==================== sub_multiword_seq
==> sub_multiword_seq/flops_by_reg.png <==
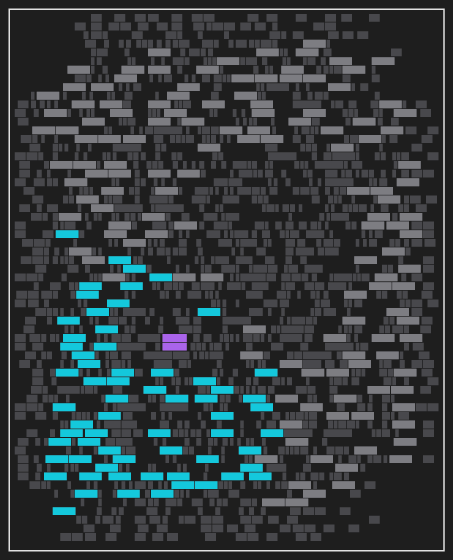

--- src/rtl/sub_multiword_seq.sv ---
// sub_multiword_seq: multi-precision unsigned subtractor that reuses one 16-bit
// subtract-with-borrow stage across WORDS limbs, LSW first, chaining the borrow.
// Ports:
//   clk, rst              clock, synchronous active-high reset
//   in_valid / in_ready   operand handshake (ready only while idle)
//   a, b                  minuend / subtrahend, 16*WORDS bits, unsigned
//   out_valid / out_ready result handshake (valid only while done)
//   result                (a - b) mod 2^(16*WORDS), built limb by limb
//   borrow                1 iff a < b
module sub_multiword_seq #(
   parameter int unsigned WORDS = 4
) (
   input  logic                  clk,
   input  logic                  rst,
   input  logic                  in_valid,
   output logic                  in_ready,
   input  logic [16*WORDS-1:0]   a,
   input  logic [16*WORDS-1:0]   b,
   output logic                  out_valid,
   input  logic                  out_ready,
   output logic [16*WORDS-1:0]   result,
   output logic                  borrow
);

   localparam int unsigned LIMB_W = 16;
   localparam int unsigned W      = LIMB_W * WORDS;
   localparam int unsigned IDX_W  = (WORDS > 1) ? $clog2(WORDS) : 1;
   localparam logic [IDX_W-1:0] LAST_IDX = IDX_W'(WORDS - 1);

   typedef enum logic [1:0] {
      S_IDLE = 2'd0,
      S_RUN  = 2'd1,
      S_DONE = 2'd2
   } state_e;

   state_e             state_q, state_d;
   logic [IDX_W-1:0]   idx_q, idx_d;
   logic               bint_q, bint_d;
   logic [W-1:0]       a_q, a_d;
   logic [W-1:0]       b_q, b_d;
   logic [W-1:0]       result_q, result_d;
   logic               borrow_q, borrow_d;
   logic               in_ready_q, in_ready_d;
   logic               out_valid_q, out_valid_d;

   logic [LIMB_W-1:0]  a_limb, b_limb;
   logic [LIMB_W:0]    sub_res;

   // Select the current limb pair and run the shared 17-bit subtract stage.
   always_comb begin
      a_limb = '0;
      b_limb = '0;
      for (int unsigned k = 0; k < WORDS; k++) begin
         if (idx_q == IDX_W'(k)) begin
            a_limb = a_q[k*LIMB_W +: LIMB_W];
            b_limb = b_q[k*LIMB_W +: LIMB_W];
         end
      end
      sub_res = {1'b0, a_limb} - {1'b0, b_limb} - (LIMB_W+1)'(bint_q);
   end

   // Next-state and datapath updates.
   always_comb begin
      state_d  = state_q;
      idx_d    = idx_q;
      bint_d   = bint_q;
      a_d      = a_q;
      b_d      = b_q;
      result_d = result_q;
      borrow_d = borrow_q;

      case (state_q)
         S_IDLE: begin
            if (in_valid) begin
               a_d     = a;
               b_d     = b;
               idx_d   = '0;
               bint_d  = 1'b0;
               state_d = S_RUN;
            end
         end
         S_RUN: begin
            for (int unsigned k = 0; k < WORDS; k++) begin
               if (idx_q == IDX_W'(k)) begin
                  result_d[k*LIMB_W +: LIMB_W] = sub_res[LIMB_W-1:0];
               end
            end
            bint_d = sub_res[LIMB_W];
            idx_d  = idx_q + IDX_W'(1);
            if (idx_q == LAST_IDX) begin
               borrow_d = sub_res[LIMB_W];
               idx_d    = '0;
               state_d  = S_DONE;
            end
         end
         S_DONE: begin
            if (out_ready) begin
               state_d = S_IDLE;
            end
         end
         default: begin
            state_d = S_IDLE;
         end
      endcase

      // Handshake flags follow the state being entered so they stay registered.
      in_ready_d  = (state_d == S_IDLE);
      out_valid_d = (state_d == S_DONE);
   end

   // State and datapath registers; reset wins over every handshake.
   always_ff @(posedge clk) begin
      if (rst) begin
         state_q     <= S_IDLE;
         idx_q       <= '0;
         bint_q      <= 1'b0;
         a_q         <= '0;
         b_q         <= '0;
         result_q    <= '0;
         borrow_q    <= 1'b0;
         in_ready_q  <= 1'b1;
         out_valid_q <= 1'b0;
      end else begin
         state_q     <= state_d;
         idx_q       <= idx_d;
         bint_q      <= bint_d;
         a_q         <= a_d;
         b_q         <= b_d;
         result_q    <= result_d;
         borrow_q    <= borrow_d;
         in_ready_q  <= in_ready_d;
         out_valid_q <= out_valid_d;
      end
   end

   assign in_ready  = in_ready_q;
   assign out_valid = out_valid_q;
   assign result    = result_q;
   assign borrow    = borrow_q;

endmodule
--- config.mk ---
export PLATFORM = sky130hd
export DESIGN_NAME = sub_multiword_seq
export DESIGN_NICKNAME = d
export VERILOG_FILES = /design/src/rtl/sub_multiword_seq.sv
export SDC_FILE = /design/constraint.sdc
export NUM_CORES = 1
export LEC_CHECK = 0
export ABC_AREA = 1
export CAP_MARGIN = 30
export CORE_ASPECT_RATIO = 1.25
export CORE_MARGIN = 1
export CORE_UTILIZATION = 40
export DETAILED_ROUTE_END_ITERATION = 7
export PLACE_DENSITY_LB_ADDON = 0.12
export SLEW_MARGIN = 20
export SYNTH_ARGS = -nofsm -noshare
export SYNTH_HDL_FRONTEND = slang
export SYNTH_SLANG_ARGS = --single-unit
--- constraint.sdc ---
create_clock -name clk -period 3.65 [get_ports clk]
set_input_delay 0.9125 -clock clk [delete_from_list [all_inputs] [get_ports clk]]
set_output_delay 0.9125 -clock clk [all_outputs]
set_load 0.02 [all_outputs]
==================== float_to_q230_flat
==> src/rtl/float_to_q230_if.sv <==
// Operand/result bundle between the custom-instruction front end and float_to_q230.
interface float_to_q230_if;
  logic        clk_en;
  logic        start;
  logic [31:0] dataa;
  logic [31:0] result;
  logic        done;
  logic        sat;

  modport master (output clk_en, start, dataa, input result, done, sat);
  modport slave  (input clk_en, start, dataa, output result, done, sat);
endinterface

==> src/rtl/float_to_q230.sv <==
// 3-stage IEEE-754 single -> signed Q2.30 converter for the CORDIC z register.
// Define ROUND_NEAREST_EN for round-half-away-from-zero on right shifts; default truncates.
module float_to_q230 (
  input  logic              clk,
  input  logic              reset,
  float_to_q230_if.slave    bus
);
  localparam int STAGES = 3;

  logic [STAGES-1:0] vld_pipe;

  // S1: raw operand fields
  logic        s1_s;
  logic [7:0]  s1_e;
  logic [22:0] s1_m;

  // S2: classified magnitude
  logic        s2_s;
  logic        s2_sat;
  logic [30:0] s2_mag;
  logic        s2_grd;

  logic [30:0] mag_n;
  logic        grd_n;
  logic        sat_n;
  logic [23:0] sig;
  logic [4:0]  rsh;
`ifdef ROUND_NEAREST_EN
  logic [55:0] ext;
`endif

  assign sig = {1'b1, s1_m};
  assign rsh = 5'(8'd120 - s1_e);

  always_comb begin
    mag_n = '0;
    grd_n = 1'b0;
    sat_n = 1'b0;
`ifdef ROUND_NEAREST_EN
    ext   = '0;
`endif
    if (s1_e == 8'hFF && s1_m != '0) begin
      mag_n = '0;                              // NaN maps to zero, no saturation
    end else if (s1_e >= 8'd128) begin
      sat_n = 1'b1;
    end else if (s1_e == 8'd0) begin
      mag_n = '0;
    end else if (s1_e >= 8'd120) begin
      // e-120 is just e[2:0] across 120..127
      mag_n = {7'b0, sig} << s1_e[2:0];
    end else if (s1_e >= 8'd96) begin
`ifdef ROUND_NEAREST_EN
      ext   = {sig, 32'b0} >> rsh;
      mag_n = {7'b0, ext[55:32]};
      grd_n = ext[31];
`else
      mag_n = {7'b0, sig >> rsh};
`endif
    end
  end

  // S3 combinational: round, negate, saturate
  logic [30:0] mag_r;
  logic [31:0] res_n;

  always_comb begin
    mag_r = s2_mag + {30'b0, s2_grd};
    res_n = {1'b0, mag_r};
    if (s2_sat)
      res_n = s2_s ? 32'h8000_0001 : 32'h7FFF_FFFF;
    else if (s2_s && mag_r != '0)
      res_n = -{1'b0, mag_r};
  end

  always_ff @(posedge clk or posedge reset) begin
    if (reset) begin
      vld_pipe   <= '0;
      s1_s       <= 1'b0;
      s1_e       <= '0;
      s1_m       <= '0;
      s2_s       <= 1'b0;
      s2_sat     <= 1'b0;
      s2_mag     <= '0;
      s2_grd     <= 1'b0;
      bus.result <= '0;
      bus.sat    <= 1'b0;
    end else if (bus.clk_en) begin
      vld_pipe <= {vld_pipe[STAGES-2:0], bus.start};
      s1_s     <= bus.dataa[31];
      s1_e     <= bus.dataa[30:23];
      s1_m     <= bus.dataa[22:0];
      s2_s     <= s1_s;
      s2_sat   <= sat_n;
      s2_mag   <= mag_n;
      s2_grd   <= grd_n;
      // result/sat only move on a completion so they hold between outputs
      if (vld_pipe[1]) begin
        bus.result <= res_n;
        bus.sat    <= s2_sat;
      end
    end
  end

  assign bus.done = vld_pipe[STAGES-1];
endmodule
==> src/flat_wrapper.sv <==
// flat-port wrapper written by rule: the top's interface ports become plain ports
module float_to_q230_flat 
  (clk, reset, bus_clk_en, bus_start, bus_dataa, bus_result, bus_done, bus_sat);
  float_to_q230_if bus_i ();
  input  logic clk;
  input  logic reset;
  input wire logic [$bits(bus_i.clk_en)-1:0] bus_clk_en;
  input wire logic [$bits(bus_i.start)-1:0] bus_start;
  input wire logic [$bits(bus_i.dataa)-1:0] bus_dataa;
  output wire logic [$bits(bus_i.result)-1:0] bus_result;
  output wire logic [$bits(bus_i.done)-1:0] bus_done;
  output wire logic [$bits(bus_i.sat)-1:0] bus_sat;
  assign bus_i.clk_en = bus_clk_en;
  assign bus_i.start = bus_start;
  assign bus_i.dataa = bus_dataa;
  assign bus_result = bus_i.result;
  assign bus_done = bus_i.done;
  assign bus_sat = bus_i.sat;
  float_to_q230 u_core (.clk(clk), .reset(reset), .bus(bus_i));
endmodule
==> config.mk <==
export PLATFORM = sky130hd
export DESIGN_NAME = float_to_q230_flat
export DESIGN_NICKNAME = d
export VERILOG_FILES = /design/src/rtl/float_to_q230_if.sv /design/src/rtl/float_to_q230.sv /design/src/flat_wrapper.sv
export SDC_FILE = /design/constraint.sdc
export NUM_CORES = 1
export LEC_CHECK = 0
export ABC_AREA = 1
export CAP_MARGIN = 20
export CORE_ASPECT_RATIO = 0.7
export CORE_UTILIZATION = 40
export DETAILED_ROUTE_END_ITERATION = 6
export SYNTH_ARGS = -nofsm -noshare
export SYNTH_HDL_FRONTEND = slang
export SYNTH_SLANG_ARGS = --single-unit
==> constraint.sdc <==
create_clock -name clk -period 7.8 [get_ports clk]
set_clock_uncertainty 0.1 [all_clocks]
set_input_delay 1.56 -clock clk [delete_from_list [all_inputs] [get_ports clk]]
set_output_delay 1.56 -clock clk [all_outputs]
set_load 0.03 [all_outputs]
==> float_to_q230_flat/clk_routes.png <==
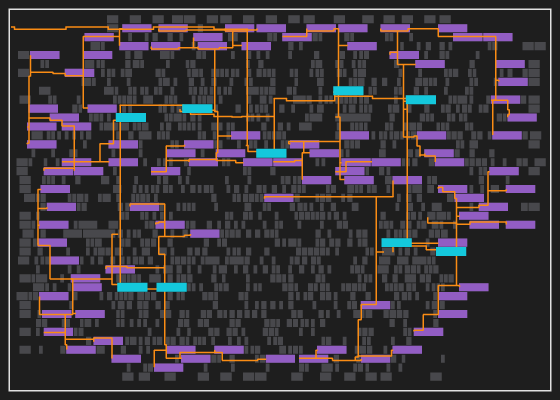
Purple is flip-flops, count 101. Orange is clock wires, length 1530 um. Cyan is clock drivers, count 9.
There are 10 routed clock nets. Position of the flops: widely spread.
clock network fraction of total power: 22.8%
clock insertion delay at the later pin of the skew report: 360 ps
P_clk: 0.474 mW

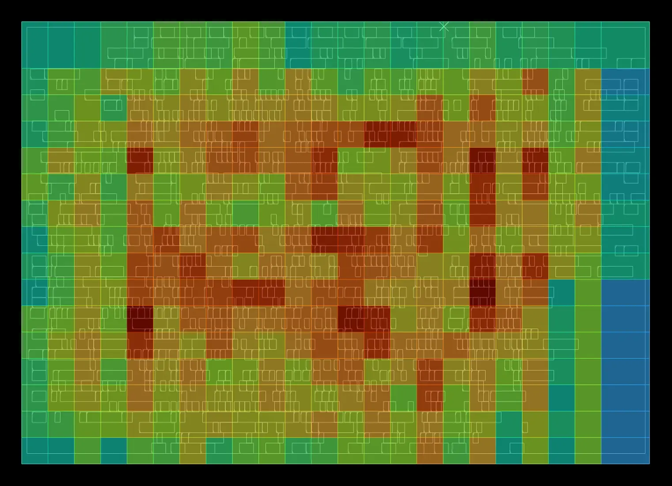
(float_to_q230_flat/congestion.png)
grt met3 use: 6.37%
final design utilization: 46.6%
layer with the highest usage: met1
global-route track usage on met2: 35.4%
met1 track demand over resource in global routing: 39.5%

==> COMMIT_EDITMSG, float_to_q230_flat <==
Log flow metrics for this revision

* Fp util: 40.9%
* Maximum single-stage delay on the critical path: 760 ps
- In this run the remaining antenna-violating nets after routing total 0.
* Cell-internal power: 1.17 mW
- Number of global-route vias before repair: 6869
* Crit path arrival time: 4150 ps
- The capture point of the worst register-to-register path is recorded as u_core.s2_mag[19]$_DFFE_PP0P_.
- For this run, the script counts the antenna cells in the layout as 0.
- In this run the critical register-to-register path is launched from u_core.s1_e[1]$_DFFE_PP0P_.
- Series of cell instances along the critical path: inv_2 -> ha_1 -> ha_1 -> clkinv_1 -> nand2_1 -> nand3_1 -> o21ai_1 -> nand3_1 -> o21ai_0
- Hold bufs inserted after CTS: 0
- Fraction of post-synthesis cell area in the top cell type by area: 34.2%
* Power of the combinational group: 0.908 mW
- The worst setup path is of the flip-flop to flip-flop kind.
- The end-of-flow timing check tallies setup violations at 0.
- Status: finished with violations
- At the end of the flow, the number of nets in the layout was 1245.
* Achievable frequency: 0.252 GHz
- Post-synthesis cell type count: 39
* Detailed-route DRC error count: 2
- The worst setup path is captured at a flip-flop.
* Non-filler instance count after layout: 1446
* WP data required: 7980 ps
- In this run the most critical hold path is launched from u_core.vld_pipe[1]$_DFFE_PP0P_.
- Post-synthesis mux area share: 0.677%
- Clock Path Buffers: 2
- Failing checks: design-rule violations
- Total count of max-transition violations in the final report: 0
* Switching part of the total: 43.6%
* Reg clk slew, reported paths: 70 ps
- In the post-synthesis netlist, the biggest area contributors are sky130_fd_sc_hd__dfrtp_1 34%, sky130_fd_sc_hd__nand2_1 22%, sky130_fd_sc_hd__nand3_1 10%.
* Detailed-route via count: 7706
* Cell area after synthesis: 0.00739 mm2
float_to_q230_flat: layer usage:
metal  routed length (um)  part of all wire (%)  track usage [%]
met3                 2200                   9.5             6.37
met4                  184                  0.79             4.53
met1                11700                    51             39.5
met2                 9090                    39             35.4
met5                    0                     0                0
float_to_q230_flat: flip-flops by register name, indices dropped and copies added, names as in the netlist:
| name | cells |
|---|---|
| u_core.vld_pipe | 3 |
| u_core.s2_mag | 31 |
| u_core.s2_sat | 1 |
| u_core.s1_s | 1 |
| u_core.bus.sat | 1 |
| u_core.s1_e | 8 |
| u_core.s1_m | 23 |
| u_core.s2_s | 1 |
| u_core.bus.result | 32 |
float_to_q230_flat: metrics by stage:
| stage | instance area (um2) | hold WS, ps |
|---|---|---|
| floorplan | 7390 | 342 |
| global placement | 8110 | 358 |
| detailed placement | 8110 | 359 |
| CTS | 8410 | 378 |
| global route | 8410 | 397 |
| finish | 8410 | 372 |
float_to_q230_flat: layout make-up:
cell class              count  area, um2
multi-input cells         928       4210
flip-flops and latches    101       2530
fillers                  1964       9650
repair buffers             76        738
clock inverters             7       72.6
inverters                  89        337
clock buffers               9        225
well taps                 236        295
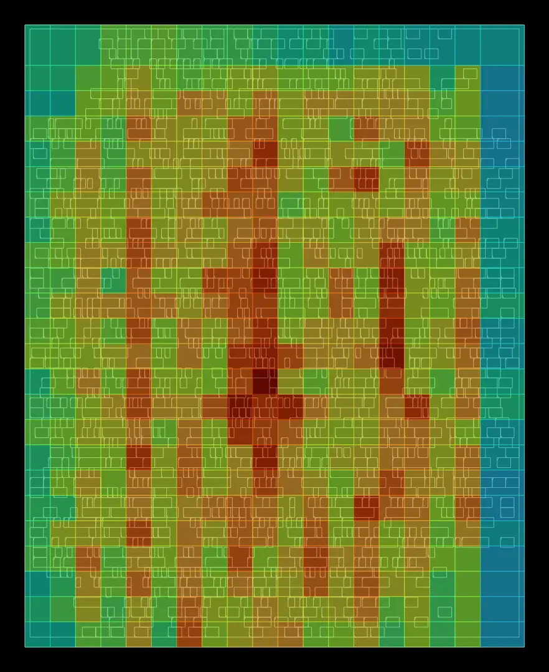
(sub_multiword_seq/congestion.png)
final design utilization: 54.5%
overall routing resource usage: 22.4%
grt met3 use: 3.20%
post-DR wirelength/cell: 15.2 um

Notes on sub_multiword_seq/flops_by_reg.png above:
Cyan is b_q, sequential cells 64. Purple is idx_q, sequential cells 2.
Another 134 sequential cells are not colored.

==> COMMIT_EDITMSG, sub_multiword_seq <==
Log flow metrics for this revision

- The flow ran to the end, and the final reports show no timing, DRC or antenna violations.
- Chip area estimate from yosys synthesis: 0.00900 mm2
- Per the detail_route report, DRC violations left total 0.
* Layer with the highest usage: met2
- For the worst flop-to-flop path, the logic depth is 22.
- Maximum level of the CTS H-tree: 4
* Buf/Inv on CP: 5
- Main area contributors: sky130_fd_sc_hd__dfxtp_1 44%, sky130_fd_sc_hd__o21ai_0 13%, sky130_fd_sc_hd__nor2_1 11%
- Reg clk slew, reported paths: 70 ps
- After synthesis the cells add up to 0.00900 mm2.
- Per the detail_route log, met2 wirelength is 12.0 mm.
- Die area: 0.0231 mm2
- The post-route report lists met1 wire length as 11.8 mm.
* Worst Max-Slew Pin Slew: 676 ps
- The script logs the ratio of routed vias to standard cells as 4.98.
- Root Buffer Master: sky130_fd_sc_hd__clkbuf_16
- The violation tally recorded at the end of detailed-routing iteration 0 is 467.
* Most popular library cell in the synthesized design by count: sky130_fd_sc_hd__nor2_1
- Residual antenna-violating net count after detailed routing: 0
- Across the run, the number of max-cap violations was 0.
- The placement summary gives the final routability congestion estimate as 0.892.
- ClkCell Share: 4.93%
* Critical Path Fanout Max: 16
- The layout report gives the register share of total cell area as 33.2%.
* Dominant delay contributor by cell family on the critical path: adder cells
* Async set-reset flop share out of synthesis: 0%
## sub_multiword_seq: what timing repair did
action,in CTS,in global routing
endpoints found under the setup margin,5,42
hold buffers,0,0
setup buffers,0,1
resized,2,38
pin swaps,0,3
## sub_multiword_seq: power by group
group	total [mW]	leakage (nW)	internal, mW	switching [mW]
Clock	1.88	0.284	0.937	0.943
Combinational	2.07	3.16	0.820	1.25
Sequential	2.45	1.65	2.35	0.0996
Total	6.40	5.09	4.11	2.29
## sub_multiword_seq: logic make-up (layout without fill, tap and decap cells)
logic type      count (synthesis)  count (layout)  synth area share, %
simple gates                  394             394                 17.7
xor+xnor                        8               8                0.862
fa+ha+maj                      34              34                 4.89
buf+inv                       181             366                 7.96
flops                         200             200                 44.5
compound gates                381             381                 24.1
## sub_multiword_seq: through the flow
stage / power [mW] / util, %
4_1_cts: 6.31 / 54.0
2_1_floorplan: 3.71 / -
3_5_place_dp: 4.44 / 51.2
6_report: 6.40 / 54.5
5_1_grt: 6.75 / 54.5
3_3_place_gp: 4.43 / 51.2

==================== serial_adder
==> serial_adder/layer_met1.png <==
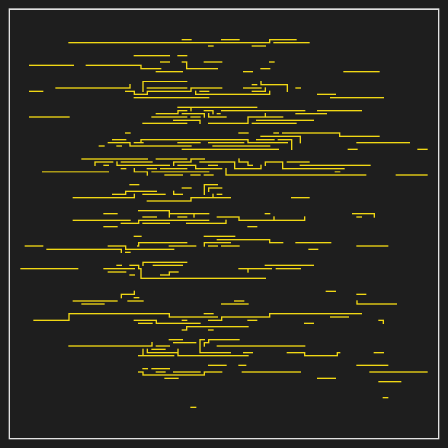
==> serial_adder/congestion.png <==
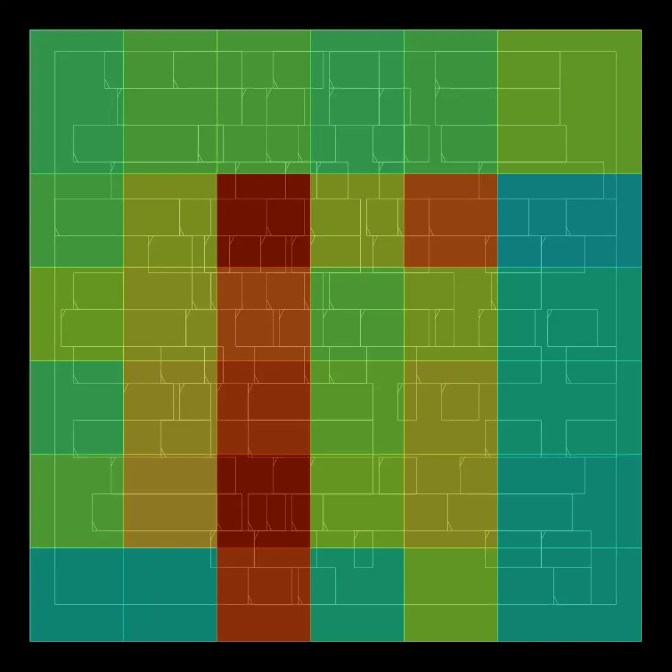
<file path="src/rtl/serial_adder.sv">
// -----------------------------------------------------------------------------
// serial_adder
//   Bit-serial WIDTH-bit adder. One onebitFullAdder cell is fed one operand bit
//   pair per cycle, LSB first. The carry is held in a register between cycles,
//   and the sum bits are collected into a result register.
//
//   Ports:
//     clk    in   1      rising-edge clock
//     rst_n  in   1      asynchronous active-low reset
//     start  in   1      request an add (sampled only in IDLE)
//     a, b   in   WIDTH  operands (sampled on the accepting edge)
//     cin    in   1      carry-in (sampled on the accepting edge)
//     busy   out  1      high while bits are being shifted through the cell
//     done   out  1      one-cycle pulse; sum/cout/ovf are valid
//     sum    out  WIDTH  result register
//     cout   out  1      final carry-out
//     ovf    out  1      signed overflow
//
//   Optional feature macro: SERIAL_ADDER_OVF_EN
//     defined   : ovf = (carry into MSB) ^ (carry out of MSB), registered
//     undefined : ovf tied to 0, and no overflow register is built
//
//   state | meaning
//   ------+----------------------------------------------
//   IDLE  | waiting for start; results held
//   SHIFT | one bit pair per cycle through the adder cell
//   DONE  | results valid, done asserted for one cycle
// -----------------------------------------------------------------------------

module onebitFullAdder (
  input  logic a,
  input  logic b,
  input  logic cin,
  output logic sum,
  output logic cout
);
  assign sum  = a ^ b ^ cin;
  assign cout = (a & b) | (a & cin) | (b & cin);
endmodule

module serial_adder #(
  parameter int WIDTH = 4
) (
  input  logic             clk,
  input  logic             rst_n,
  input  logic             start,
  input  logic [WIDTH-1:0] a,
  input  logic [WIDTH-1:0] b,
  input  logic             cin,
  output logic             busy,
  output logic             done,
  output logic [WIDTH-1:0] sum,
  output logic             cout,
  output logic             ovf
);

  localparam int            CW   = $clog2(WIDTH + 1);
  localparam logic [CW-1:0] LAST = CW'(WIDTH - 1);

  typedef enum logic [1:0] {
    S_IDLE  = 2'd0,
    S_SHIFT = 2'd1,
    S_DONE  = 2'd2
  } state_t;

  state_t           state_q, state_d;
  logic [WIDTH-1:0] a_q, a_d;
  logic [WIDTH-1:0] b_q, b_d;
  logic [WIDTH-1:0] res_q, res_d;
  logic             carry_q, carry_d;
  logic [CW-1:0]    cnt_q, cnt_d;

  logic fa_sum;
  logic fa_cout;

  onebitFullAdder u_fa (
    .a    (a_q[0]),
    .b    (b_q[0]),
    .cin  (carry_q),
    .sum  (fa_sum),
    .cout (fa_cout)
  );

`ifdef SERIAL_ADDER_OVF_EN
  logic ovf_q, ovf_d;
`endif

  always_ff @(posedge clk or negedge rst_n) begin
    if (!rst_n) begin
      state_q <= S_IDLE;
      a_q     <= '0;
      b_q     <= '0;
      res_q   <= '0;
      carry_q <= 1'b0;
      cnt_q   <= '0;
    end else begin
      state_q <= state_d;
      a_q     <= a_d;
      b_q     <= b_d;
      res_q   <= res_d;
      carry_q <= carry_d;
      cnt_q   <= cnt_d;
    end
  end

`ifdef SERIAL_ADDER_OVF_EN
  always_ff @(posedge clk or negedge rst_n) begin
    if (!rst_n) begin
      ovf_q <= 1'b0;
    end else begin
      ovf_q <= ovf_d;
    end
  end
`endif

  always_comb begin
    state_d = state_q;
    a_d     = a_q;
    b_d     = b_q;
    res_d   = res_q;
    carry_d = carry_q;
    cnt_d   = cnt_q;
`ifdef SERIAL_ADDER_OVF_EN
    ovf_d   = ovf_q;
`endif

    case (state_q)
      S_IDLE: begin
        if (start) begin
          a_d     = a;
          b_d     = b;
          carry_d = cin;
          cnt_d   = '0;
`ifdef SERIAL_ADDER_OVF_EN
          ovf_d   = 1'b0;
`endif
          state_d = S_SHIFT;
        end
      end

      S_SHIFT: begin
        a_d   = a_q >> 1;
        b_d   = b_q >> 1;
        // Shift right and drop the new sum bit into the MSB. After WIDTH
        // cycles the LSB-first bits are in their natural positions.
        res_d            = res_q >> 1;
        res_d[WIDTH-1]   = fa_sum;
        carry_d          = fa_cout;
        cnt_d            = cnt_q + CW'(1);
        if (cnt_q == LAST) begin
`ifdef SERIAL_ADDER_OVF_EN
          // On the final bit, carry_q is the carry into the MSB.
          ovf_d   = carry_q ^ fa_cout;
`endif
          state_d = S_DONE;
        end
      end

      S_DONE: begin
        state_d = S_IDLE;
      end

      default: begin
        state_d = S_IDLE;
      end
    endcase
  end

  assign busy = (state_q == S_SHIFT);
  assign done = (state_q == S_DONE);
  assign sum  = res_q;
  assign cout = carry_q;

`ifdef SERIAL_ADDER_OVF_EN
  assign ovf = ovf_q;
`else
  assign ovf = 1'b0;
`endif

endmodule

</file>
<file path="config.mk">
export PLATFORM = sky130hd
export DESIGN_NAME = serial_adder
export DESIGN_NICKNAME = d
export VERILOG_FILES = /design/src/rtl/serial_adder.sv
export SDC_FILE = /design/constraint.sdc
export NUM_CORES = 1
export LEC_CHECK = 0
export CAP_MARGIN = 10
export CORE_MARGIN = 1.5
export CORE_UTILIZATION = 47
export DETAILED_ROUTE_END_ITERATION = 7
export PLACE_DENSITY = 0.76
export SLEW_MARGIN = 5
export SYNTH_ARGS = -nofsm -noshare
export SYNTH_HDL_FRONTEND = slang
export SYNTH_HIERARCHICAL = 1
export SYNTH_SLANG_ARGS = --single-unit
</file>
<file path="constraint.sdc">
create_clock -name clk -period 1.75 [get_ports clk]
set_input_delay 0.35 -clock clk [delete_from_list [all_inputs] [get_ports clk]]
set_output_delay 0.35 -clock clk [all_outputs]
set_load 0.02 [all_outputs]
</file>
==> COMMIT_EDITMSG <==
Log flow metrics for this revision

- Status: finished, final reports clean
- 20 I/O pins were placed.
- Clock latency on the worst-skew pair, taken at its later pin, is 300 ps.
* Worst reg2reg startpoint: state_q[0]$_DFFE_PN0P_
* Maximum single-stage delay on the critical path: 640 ps
- The vertical die dimension reported for this design is 45.1 um.
* Final critical path time including I/O delays and setup: 1720 ps
- In the synthesized netlist, the cells that appear most often are 18 x sky130_fd_sc_hd__dfrtp_1, 11 x sky130_fd_sc_hd__o22ai_1, 5 x sky130_fd_sc_hd__a21oi_1.
- For reference, the final report shows the hold violation count at 0.
- In this run, synthesis produced a sequential element count of 18.
* And-or/or-and share of the synthesized area: 19.7%
- Overall routing resource usage: 19.7%
* Clock Path Buffers: 2
* Detailed-route DRC error count: 0
- Fraction of final layout cells with drive strength greater than 1: 18.8%
* Root Buffer Master: sky130_fd_sc_hd__clkbuf_4
- The worst register-to-register path has a depth of 3.
- In the final design database the tool counted 112 nets.
* Count of yosys warnings during synthesis: 6
- Post-Place Setup Slack: 116 ps
- Accumulated negative setup slack: 0 ps
- Minimum setup slack among reg-to-reg paths: 390 ps
- Final WL: 1.62 mm
* Die area: 0.00203 mm2
- Remaining global-route overflow: 0
* Post-synth tally of flip-flops with integrated enable: 0
- The repair_antennas step left the layout with diodes totalling 0.
- STA puts the critical path data arrival time at 1370 ps.
- The placement summary gives the final routability congestion estimate as 0.811.
- From synthesis to final layout, the design area changed by 30.3%.
- Number of nets at floorplan: 86
* Number of setup buffers added after CTS: 0
- Number of clock sinks: 18
- WP data required: 1400 ps
- TritonCTS built the clock tree.
- In the final report, the number of pins over their slew limit comes to 0.
- Length of the first detailed-routing pass in iterations: 4
- Series of cell instances along the critical path: clkdlybuf4s50_1
- Clock buffers created by TritonCTS: 3
- Entering global routing, the biggest net connects 19 pins.
- Startpoint kind of the worst setup timing path: flip-flop
- Final worst-path cycle share: 98.1%
- Residual antenna-violating net count after detailed routing: 0
- Achievable frequency: 0.582 GHz
- Cell with the biggest individual delay on the critical path: sky130_fd_sc_hd__clkdlybuf4s50_1
Notes on serial_adder/layer_met1.png above:
100 nets have wire on it. The longest straight run is 21.2 um. The layer holds 46% of the routed length. The layer carries 743 um of wire.

Notes on serial_adder/congestion.png above:
met1 track demand over resource in global routing: 24.7%
grt met3 use: 2.80%

-- metrics by stage --
| stage | instances | util (%) | cell area, um2 | hold slack (ps) |
|---|---|---|---|---|
| 2_1_floorplan | 71 | - | 833 | 54.4 |
| 3_3_place_gp | 109 | 62.3 | 1050 | 476 |
| 3_5_place_dp | 109 | 62.3 | 1050 | 495 |
| 4_1_cts | 113 | 64.3 | 1090 | 365 |
| 5_1_grt | 113 | 64.3 | 1090 | 386 |
| 6_report | 113 | 64.3 | 1090 | 363 |
-- layout make-up --
class	count	area [um2]
well taps	17	21.3
fillers	143	603
clock buffers	4	36.3
inverters	4	15.0
repair buffers	25	230
multi-input cells	45	333
flip-flops and latches	18	450
-- routing by layer --
layer  vias to the layer above  share of wire [%]  GRT usage (%)
met1                       313                 46           24.7
met4                         0                2.7           12.4
met2                        15                 48           32.0
met3                         5                3.1           2.80
li1                        307                  -              -
met5                         -                  0              0
-- power by group --
| part | internal (mW) | total, mW | switching, mW |
|---|---|---|---|
| sequential | 0.613 | 0.758 | 0.145 |
| clock | 0.127 | 0.255 | 0.128 |
| combinational | 0.505 | 0.953 | 0.448 |
| total | 1.25 | 1.97 | 0.722 |


==> layout pictures side by side <==
Nets reached from selected ports.
picture 1
Bar = 10 um.
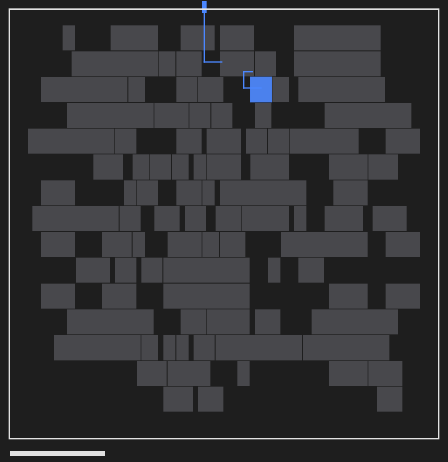
picture 2
Bar = 50 um.
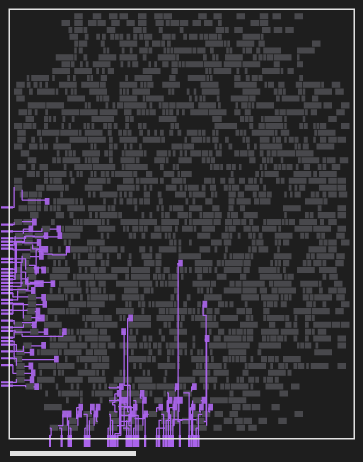
picture 3
Bar = 50 um.
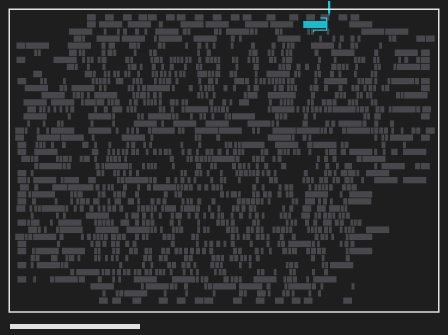
picture 2 -> sub_multiword_seq
picture 3 -> float_to_q230_flat
picture 1 -> serial_adder
Of these, smallest die: picture 1
Of these, most cells: picture 2

Power is estimated from default activity; no workload was simulated.
